==================== design 1
==> design_1/io_placement.png <==
Scale: 1 px per um. Pins as bars across the die edge, other pins in gray.
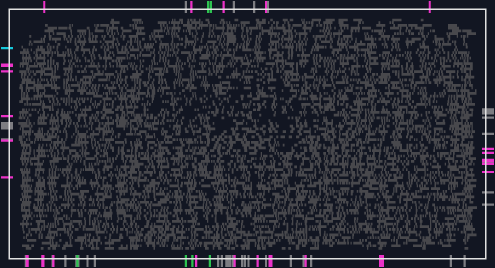

### src/rtl/scr1_sha256_pkg.sv
// Shared SHA-256 definitions for the SCR1 accelerator: block geometry,
// message-schedule FSM states and the small-sigma functions.
package scr1_sha256_pkg;

  localparam int SHA256_WORDS_PER_BLK = 16;
  localparam int SHA256_ROUNDS        = 64;

  typedef enum logic {
    LOAD   = 1'b0,
    STREAM = 1'b1
  } type_scr1_sha256_sched_st_e;

  // sigma0(x) = ROTR7(x) ^ ROTR18(x) ^ SHR3(x)
  function automatic logic [31:0] sha256_sigma0(input logic [31:0] x);
    return {x[6:0], x[31:7]} ^ {x[17:0], x[31:18]} ^ (x >> 3);
  endfunction

  // sigma1(x) = ROTR17(x) ^ ROTR19(x) ^ SHR10(x)
  function automatic logic [31:0] sha256_sigma1(input logic [31:0] x);
    return {x[16:0], x[31:17]} ^ {x[18:0], x[31:19]} ^ (x >> 10);
  endfunction

endpackage

### src/rtl/scr1_sha256_msg_sched.sv
// SHA-256 message schedule: loads 16 message words into a 16-slot circular
// window, then streams W0..W[NUM_ROUNDS-1] to the round engine.
//
// Handshakes: a word moves on a rising clk edge where valid & ready are both
// high. valid never depends on ready; while valid is high and ready is low
// the producer holds data/round stable. clr overrides both handshakes.
module scr1_sha256_msg_sched
  import scr1_sha256_pkg::*;
#(
  parameter int NUM_ROUNDS = SHA256_ROUNDS
) (
  input  logic                       clk,
  input  logic                       rst_n,
  input  logic                       clr,
  input  logic                       blk_valid,
  input  logic [31:0]                blk_word,
  output logic                       blk_ready,
  output logic                       w_valid,
  output logic [31:0]                w_data,
  output logic [5:0]                 w_round,
  input  logic                       w_ready,
  output logic                       busy,
  output logic                       done,
  output type_scr1_sha256_sched_st_e dbg_state
);

  localparam logic [5:0] LAST_T = 6'(NUM_ROUNDS - 1);
  localparam logic [3:0] LAST_CNT = 4'(SHA256_WORDS_PER_BLK - 1);

  type_scr1_sha256_sched_st_e state_q, state_d;
  logic [3:0]  cnt_q, cnt_d;
  logic [5:0]  t_q, t_d;
  logic [31:0] slot_q [16];
  logic [31:0] slot_d [16];
  logic        busy_q, busy_d;
  logic        done_q, done_d;

  logic [3:0]  t4;
  logic [3:0]  idx_m2;
  logic [3:0]  idx_m7;
  logic [3:0]  idx_m15;
  logic [31:0] sched_word;
  logic        blk_hs;
  logic        w_hs;

  // Schedule-word adder tree; the window slots wrap with 4-bit index math.
  always_comb begin
    t4         = t_q[3:0];
    idx_m2     = t4 - 4'd2;
    idx_m7     = t4 - 4'd7;
    idx_m15    = t4 - 4'd15;
    sched_word = sha256_sigma1(slot_q[idx_m2]) + slot_q[idx_m7]
               + sha256_sigma0(slot_q[idx_m15]) + slot_q[t4];
    w_data     = (t_q < 6'd16) ? slot_q[t4] : sched_word;
  end

  assign blk_ready = (state_q == LOAD);
  assign w_valid   = (state_q == STREAM);
  assign w_round   = t_q;
  assign busy      = busy_q;
  assign done      = done_q;
  assign dbg_state = state_q;
  assign blk_hs    = blk_valid & blk_ready;
  assign w_hs      = w_valid & w_ready;

  // Next-state logic: load counting, streaming and window write-back.
  always_comb begin
    state_d = state_q;
    cnt_d   = cnt_q;
    t_d     = t_q;
    slot_d  = slot_q;
    busy_d  = busy_q;
    done_d  = 1'b0;
    if (clr) begin
      state_d = LOAD;
      cnt_d   = 4'd0;
      t_d     = 6'd0;
      busy_d  = 1'b0;
    end else begin
      case (state_q)
        LOAD: begin
          if (blk_hs) begin
            slot_d[cnt_q] = blk_word;
            cnt_d         = cnt_q + 4'd1;
            busy_d        = 1'b1;
            if (cnt_q == LAST_CNT) begin
              state_d = STREAM;
              t_d     = 6'd0;
              cnt_d   = 4'd0;
            end
          end
        end
        STREAM: begin
          if (w_hs) begin
            // For t<16 this rewrites the value already held in the slot.
            slot_d[t4] = w_data;
            if (t_q == LAST_T) begin
              state_d = LOAD;
              t_d     = 6'd0;
              done_d  = 1'b1;
              busy_d  = 1'b0;
            end else begin
              t_d = t_q + 6'd1;
            end
          end
        end
        default: state_d = LOAD;
      endcase
    end
  end

  // State, counters and window registers with asynchronous reset.
  always_ff @(posedge clk or negedge rst_n) begin
    if (!rst_n) begin
      state_q <= LOAD;
      cnt_q   <= 4'd0;
      t_q     <= 6'd0;
      busy_q  <= 1'b0;
      done_q  <= 1'b0;
      for (int i = 0; i < 16; i++) slot_q[i] <= 32'd0;
    end else begin
      state_q <= state_d;
      cnt_q   <= cnt_d;
      t_q     <= t_d;
      busy_q  <= busy_d;
      done_q  <= done_d;
      for (int i = 0; i < 16; i++) slot_q[i] <= slot_d[i];
    end
  end

endmodule

### config.mk
export PLATFORM = sky130hd
export DESIGN_NAME = scr1_sha256_msg_sched
export DESIGN_NICKNAME = d
export VERILOG_FILES = /design/src/rtl/scr1_sha256_pkg.sv /design/src/rtl/scr1_sha256_msg_sched.sv
export SDC_FILE = /design/constraint.sdc
export NUM_CORES = 2
export LEC_CHECK = 0
export ABC_AREA = 1
export CELL_PAD_IN_SITES_DETAIL_PLACEMENT = 1
export CELL_PAD_IN_SITES_GLOBAL_PLACEMENT = 2
export CORE_AREA = 8 8 467 240
export CTS_CLUSTER_DIAMETER = 100
export DETAILED_ROUTE_END_ITERATION = 10
export DIE_AREA = 0 0 475 248
export PLACE_DENSITY_LB_ADDON = 0.2
export SLEW_MARGIN = 20
export SYNTH_ARGS = -nofsm -noshare
export SYNTH_HDL_FRONTEND = slang
export SYNTH_SLANG_ARGS = --single-unit
### constraint.sdc
create_clock -name clk -period 13.2 [get_ports clk]
set_input_delay 2.64 -clock clk [delete_from_list [all_inputs] [get_ports clk]]
set_output_delay 2.64 -clock clk [all_outputs]
set_load 0.05 [all_outputs]
==================== design 2
`src/rtl/ppu_vram_bus_master.sv`:
```
// PPU VRAM bus master: multiplexed AD bus with ALE, PA[13:8] and /RD,/WR.
// One request in flight; every bus pin comes straight from a flop.
module ppu_vram_bus_master #(
  parameter int ALE_CYCLES = 1,
  parameter int ACC_CYCLES = 2
) (
  input  logic        clk,
  input  logic        n_reset,
  input  logic        req_valid,
  output logic        req_ready,
  input  logic        req_we,
  input  logic [13:0] req_addr,
  input  logic [7:0]  req_wdata,
  output logic        rsp_valid,
  output logic [7:0]  rsp_rdata,
  output logic        ale,
  output logic [7:0]  ad_out,
  output logic        ad_oe,
  input  logic [7:0]  ad_in,
  output logic [5:0]  pa_hi,
  output logic        n_rd,
  output logic        n_wr
);

  localparam int MAXC = (ALE_CYCLES > ACC_CYCLES) ?
                        ALE_CYCLES : ACC_CYCLES;
  localparam int CW = $clog2(MAXC) + 1;
  localparam logic [CW-1:0] ALE_LD = CW'(ALE_CYCLES - 1);
  localparam logic [CW-1:0] ACC_LD = CW'(ACC_CYCLES - 1);

  typedef enum logic [2:0] {
    S_IDLE,
    S_ADDR,
    S_HOLD,
    S_ACCESS,
    S_END
  } state_e;

  state_e      state_q;
  logic [CW-1:0] cnt_q;
  logic        we_q;
  logic [7:0]  wdata_q;
  logic        ale_q;
  logic        ad_oe_q;
  logic [7:0]  ad_out_q;
  logic [5:0]  pa_hi_q;
  logic        n_rd_q;
  logic        n_wr_q;
  logic        rsp_valid_q;
  logic [7:0]  rsp_rdata_q;

  assign req_ready = (state_q == S_IDLE);
  assign rsp_valid = rsp_valid_q;
  assign rsp_rdata = rsp_rdata_q;
  assign ale       = ale_q;
  assign ad_out    = ad_out_q;
  assign ad_oe     = ad_oe_q;
  assign pa_hi     = pa_hi_q;
  assign n_rd      = n_rd_q;
  assign n_wr      = n_wr_q;

  always_ff @(posedge clk or negedge n_reset) begin
    if (!n_reset) begin
      state_q     <= S_IDLE;
      cnt_q       <= '0;
      we_q        <= 1'b0;
      wdata_q     <= 8'h00;
      ale_q       <= 1'b0;
      ad_oe_q     <= 1'b0;
      ad_out_q    <= 8'h00;
      pa_hi_q     <= 6'h00;
      n_rd_q      <= 1'b1;
      n_wr_q      <= 1'b1;
      rsp_valid_q <= 1'b0;
      rsp_rdata_q <= 8'h00;
    end else begin
      rsp_valid_q <= 1'b0;
      unique case (state_q)
        S_IDLE: begin
          if (req_valid) begin
            state_q  <= S_ADDR;
            cnt_q    <= ALE_LD;
            we_q     <= req_we;
            wdata_q  <= req_wdata;
            ale_q    <= 1'b1;
            ad_oe_q  <= 1'b1;
            ad_out_q <= req_addr[7:0];
            pa_hi_q  <= req_addr[13:8];
          end
        end
        S_ADDR: begin
          if (cnt_q == '0) begin
            // address stays on AD so the latch closes on ALE fall
            state_q <= S_HOLD;
            cnt_q   <= '0;
            ale_q   <= 1'b0;
          end else begin
            cnt_q <= cnt_q - 1'b1;
          end
        end
        S_HOLD: begin
          state_q <= S_ACCESS;
          cnt_q   <= ACC_LD;
          if (we_q) begin
            n_wr_q   <= 1'b0;
            ad_out_q <= wdata_q;
          end else begin
            n_rd_q  <= 1'b0;
            ad_oe_q <= 1'b0;
          end
        end
        S_ACCESS: begin
          if (cnt_q == '0) begin
            state_q     <= S_END;
            cnt_q       <= '0;
            n_rd_q      <= 1'b1;
            n_wr_q      <= 1'b1;
            ad_oe_q     <= 1'b0;
            rsp_valid_q <= 1'b1;
            if (!we_q) rsp_rdata_q <= ad_in;
          end else begin
            cnt_q <= cnt_q - 1'b1;
          end
        end
        S_END: begin
          state_q <= S_IDLE;
          cnt_q   <= '0;
        end
        default: state_q <= S_IDLE;
      endcase
    end
  end

endmodule

```
`config.mk`:
```
export PLATFORM = sky130hd
export DESIGN_NAME = ppu_vram_bus_master
export DESIGN_NICKNAME = d
export VERILOG_FILES = /design/src/rtl/ppu_vram_bus_master.sv
export SDC_FILE = /design/constraint.sdc
export NUM_CORES = 1
export LEC_CHECK = 0
export CELL_PAD_IN_SITES_DETAIL_PLACEMENT = 1
export CELL_PAD_IN_SITES_GLOBAL_PLACEMENT = 1
export CORE_MARGIN = 1
export CORE_UTILIZATION = 38
export CTS_CLUSTER_SIZE = 20
export DETAILED_ROUTE_END_ITERATION = 10
export PLACE_DENSITY_LB_ADDON = 0.1
export SETUP_SLACK_MARGIN = 0.3
export SLEW_MARGIN = 25
export SYNTH_ARGS = -nofsm -noshare
export SYNTH_HDL_FRONTEND = slang
export SYNTH_SLANG_ARGS = --single-unit
```
`constraint.sdc`:
```
create_clock -name clk -period 2.9 [get_ports clk]
set_input_delay 0.87 -clock clk [delete_from_list [all_inputs] [get_ports clk]]
set_output_delay 0.87 -clock clk [all_outputs]
set_load 0.005 [all_outputs]
```
==> design_1/placement.png <==
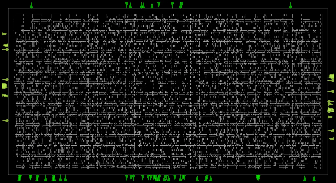
Core Area: 106000 um^2
Flops: 525
Core Util, Final: 43.38%

About design_1/io_placement.png:
[`clk`] cyan | pins: 1 | direction: input | edge: west
[`w_data`] magenta | pins: 32 | direction: output | edge: 15 south, 6 east, 6 west, 5 north
[`w_round`] green | pins: 6 | direction: output | edge: 4 south, 2 north
Die Width: 475 um
die height: 248 um
PortBufs: 79

==> impl_metrics.tcl, design 1 <==
# yosys + openroad results
set metrics [dict create \
    status "finished, final reports clean" \
    adder_share_pct 4.190 \
    first_global_vias 46780 \
    cts_setup_buffers 0 \
    worstPathRequired_ns 10.56 \
    path_clk_slew_ns 0.07 \
    r2r_slack_ns 4.34 \
    netlist_area_um2 41870 \
    area_leaders "dfrtp_1 (31%), nand2_1 (12%), a21oi_1 (11%)" \
    largest_area_cell "dfrtp_1" \
    worst_slew_pin_slew_ns 1.302 \
    cts_hold_buf 0 \
    regToRegEndpoint "slot_q[251]" \
    wl_met3_mm 37.65 \
    logic_family "AND-OR/OR-AND gates" \
    p_seq_share_pct 20.9 \
    period_used_pct 92.32 \
    sh_seq_area_pct 28.58 \
    synth.distinct_cells 58 \
    dp_cells 7330 \
    critPathCaptureType "primary output" \
    logic_gate_count 4550 \
    rsz0062_at_grt "no" \
    fmax_ghz 0.08206 \
    grt_pass1_wl_mm 353.5 \
    power-top-group "combinational cells" \
    rows 85 \
    synth_nets 6293 \
    drtAntennaViolNets 0 \
    top_cell "nand2_1" \
    area_growth_pct 9.862 \
    power_clock_w 0.00175 \
    vias_per_cell 6.550 \
    p_comb_w 0.00567 \
    cpMaxStageDelayCell "clkdlybuf4s50_1" \
    hold_start "slot_q[104]" \
    syn_avg_cell_area_um2 6.804 \
    top_cells_by_count "nand2_1 (1357), a21oi_1 (932), o21ai_0 (649), inv_1 (534), dfrtp_1 (525)" \
    met2_usage_pct 54.41 \
    cp_max_fo 70 \
    sequentialPower_w 0.00197 \
    min_period_ns 12.19 \
]
[design 1: registers in the layout, summed over array words and instances (netlist names)]
name,count
cnt_q,4
busy,1
slot_q,512
done,1
dbg_state,1
w_round,6
[design 1: worst max-delay path by stage]
stage	startpoint	end	slack [ns]
floorplan	w_round[1]	w_data[21]	3.16
CTS	w_round[1]	w_data[19]	1.21
detailed placement	w_round[1]	w_data[19]	1.97
global route	w_round[0]	w_data[19]	0.70
finish	w_round[0]	w_data[19]	1.01
global placement	w_round[1]	w_data[19]	2.09
==> design_2/wires.png <==
Scale: 6 px per um. Only two layers are drawn.
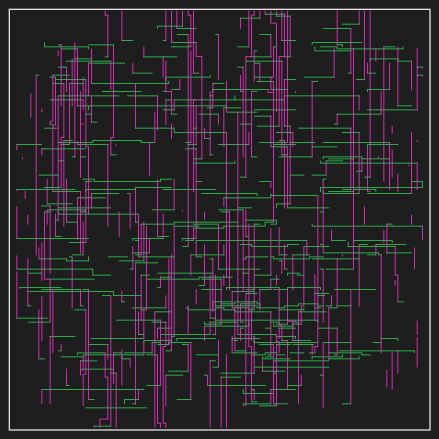
[metal 1] green | wire length: 1590 um
[metal 2] magenta | wire length: 2140 um
final wirelength: 4.007 mm
GRT Overall Usage: 18.28%

==> impl_metrics.tcl, design 2 <==
# yosys + openroad results
set metrics [dict create \
    vias_per_cell 5.075 \
    synth.top_cell.area_share_pct 55.75 \
    mux_share_pct 27.38 \
    antenna_found_initial 0 \
    cp_top_family "buffers and inverters" \
    ioPinCount 62 \
    worstSetupStartpoint "state_q[2]" \
    cp_max_fo 11 \
    arrival_ns 1.61 \
    status "finished, final reports clean" \
    lay_top_count "clkdlybuf4s50_1" \
    sh_seq_area_pct 40.92 \
    inverters_excl_clock 2 \
    syn_inst 122 \
    drive_above_1_share_pct 29.41 \
    path_depth 2 \
    p_leak_nw 1.060 \
    regToRegEndpoint "rsp_rdata[1]" \
    top_cells_by_count "dfrtp_1 (39), mux2_2 (31), mux2_4 (8), nor2_1 (4)" \
    async_reset_ff_share_pct 100.0 \
    insertion_delay_ns 0.29 \
    fin_cells 239 \
    setup_viol 0 \
    dieArea_um2 4882 \
    irDropWorstVdd_uv 464.4 \
    clock_buffers 7 \
    nWellTaps 52 \
    tns_ns 0 \
    clkSinkCount 41 \
]
[design 2: power breakdown]
part / total, W / switching (W) / internal [W] / leakage (nW)
logic: 0.00127 / 0.000422 / 0.000846 / 0.528
registers: 0.00108 / 0.000208 / 0.000871 / 0.488
clock network: 0.000373 / 0.000185 / 0.000189 / 0.0443
total: 0.00272 / 0.000815 / 0.00191 / 1.06
[design 2: metal layers]
layer / track usage, % / part of all wire (%)
met1: 20.51 / 40
met3: 4.040 / 4.6
met4: 8.667 / 2.4
met2: 32.69 / 53
met5: 0 / 0


==> gallery <==
A small window of the routed layout.
picture 1
Region (15, 15) to (55, 55) um. Cells in gray, sequential cells in the stronger gray; small squares are vias.
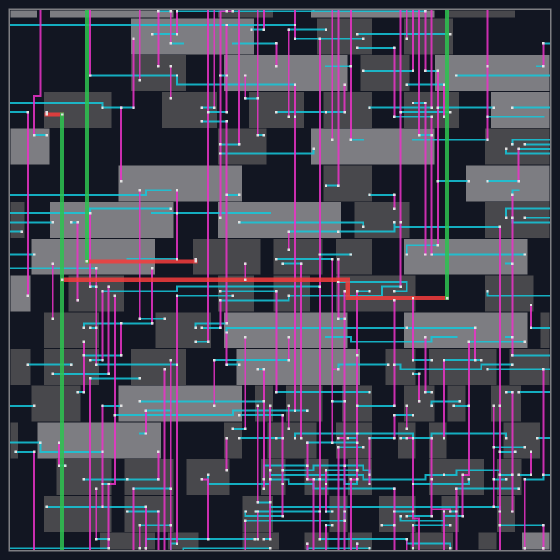
picture 2
Region (218, 104) to (258, 144) um. Cells in gray, sequential cells in the stronger gray; small squares are vias.
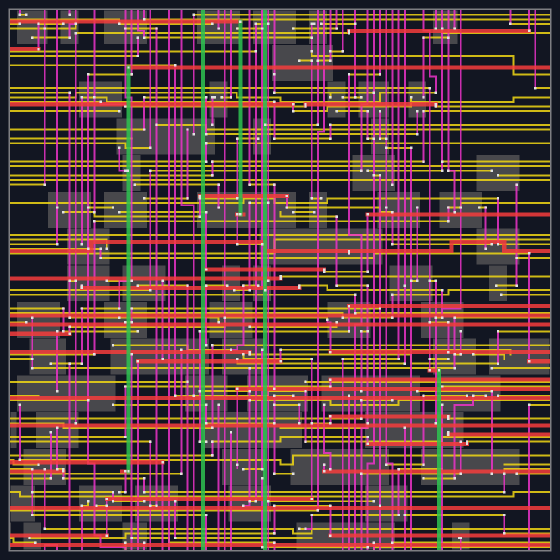
- design 1 = picture 2
- design 2 = picture 1

Power is estimated from default activity; no workload was simulated.
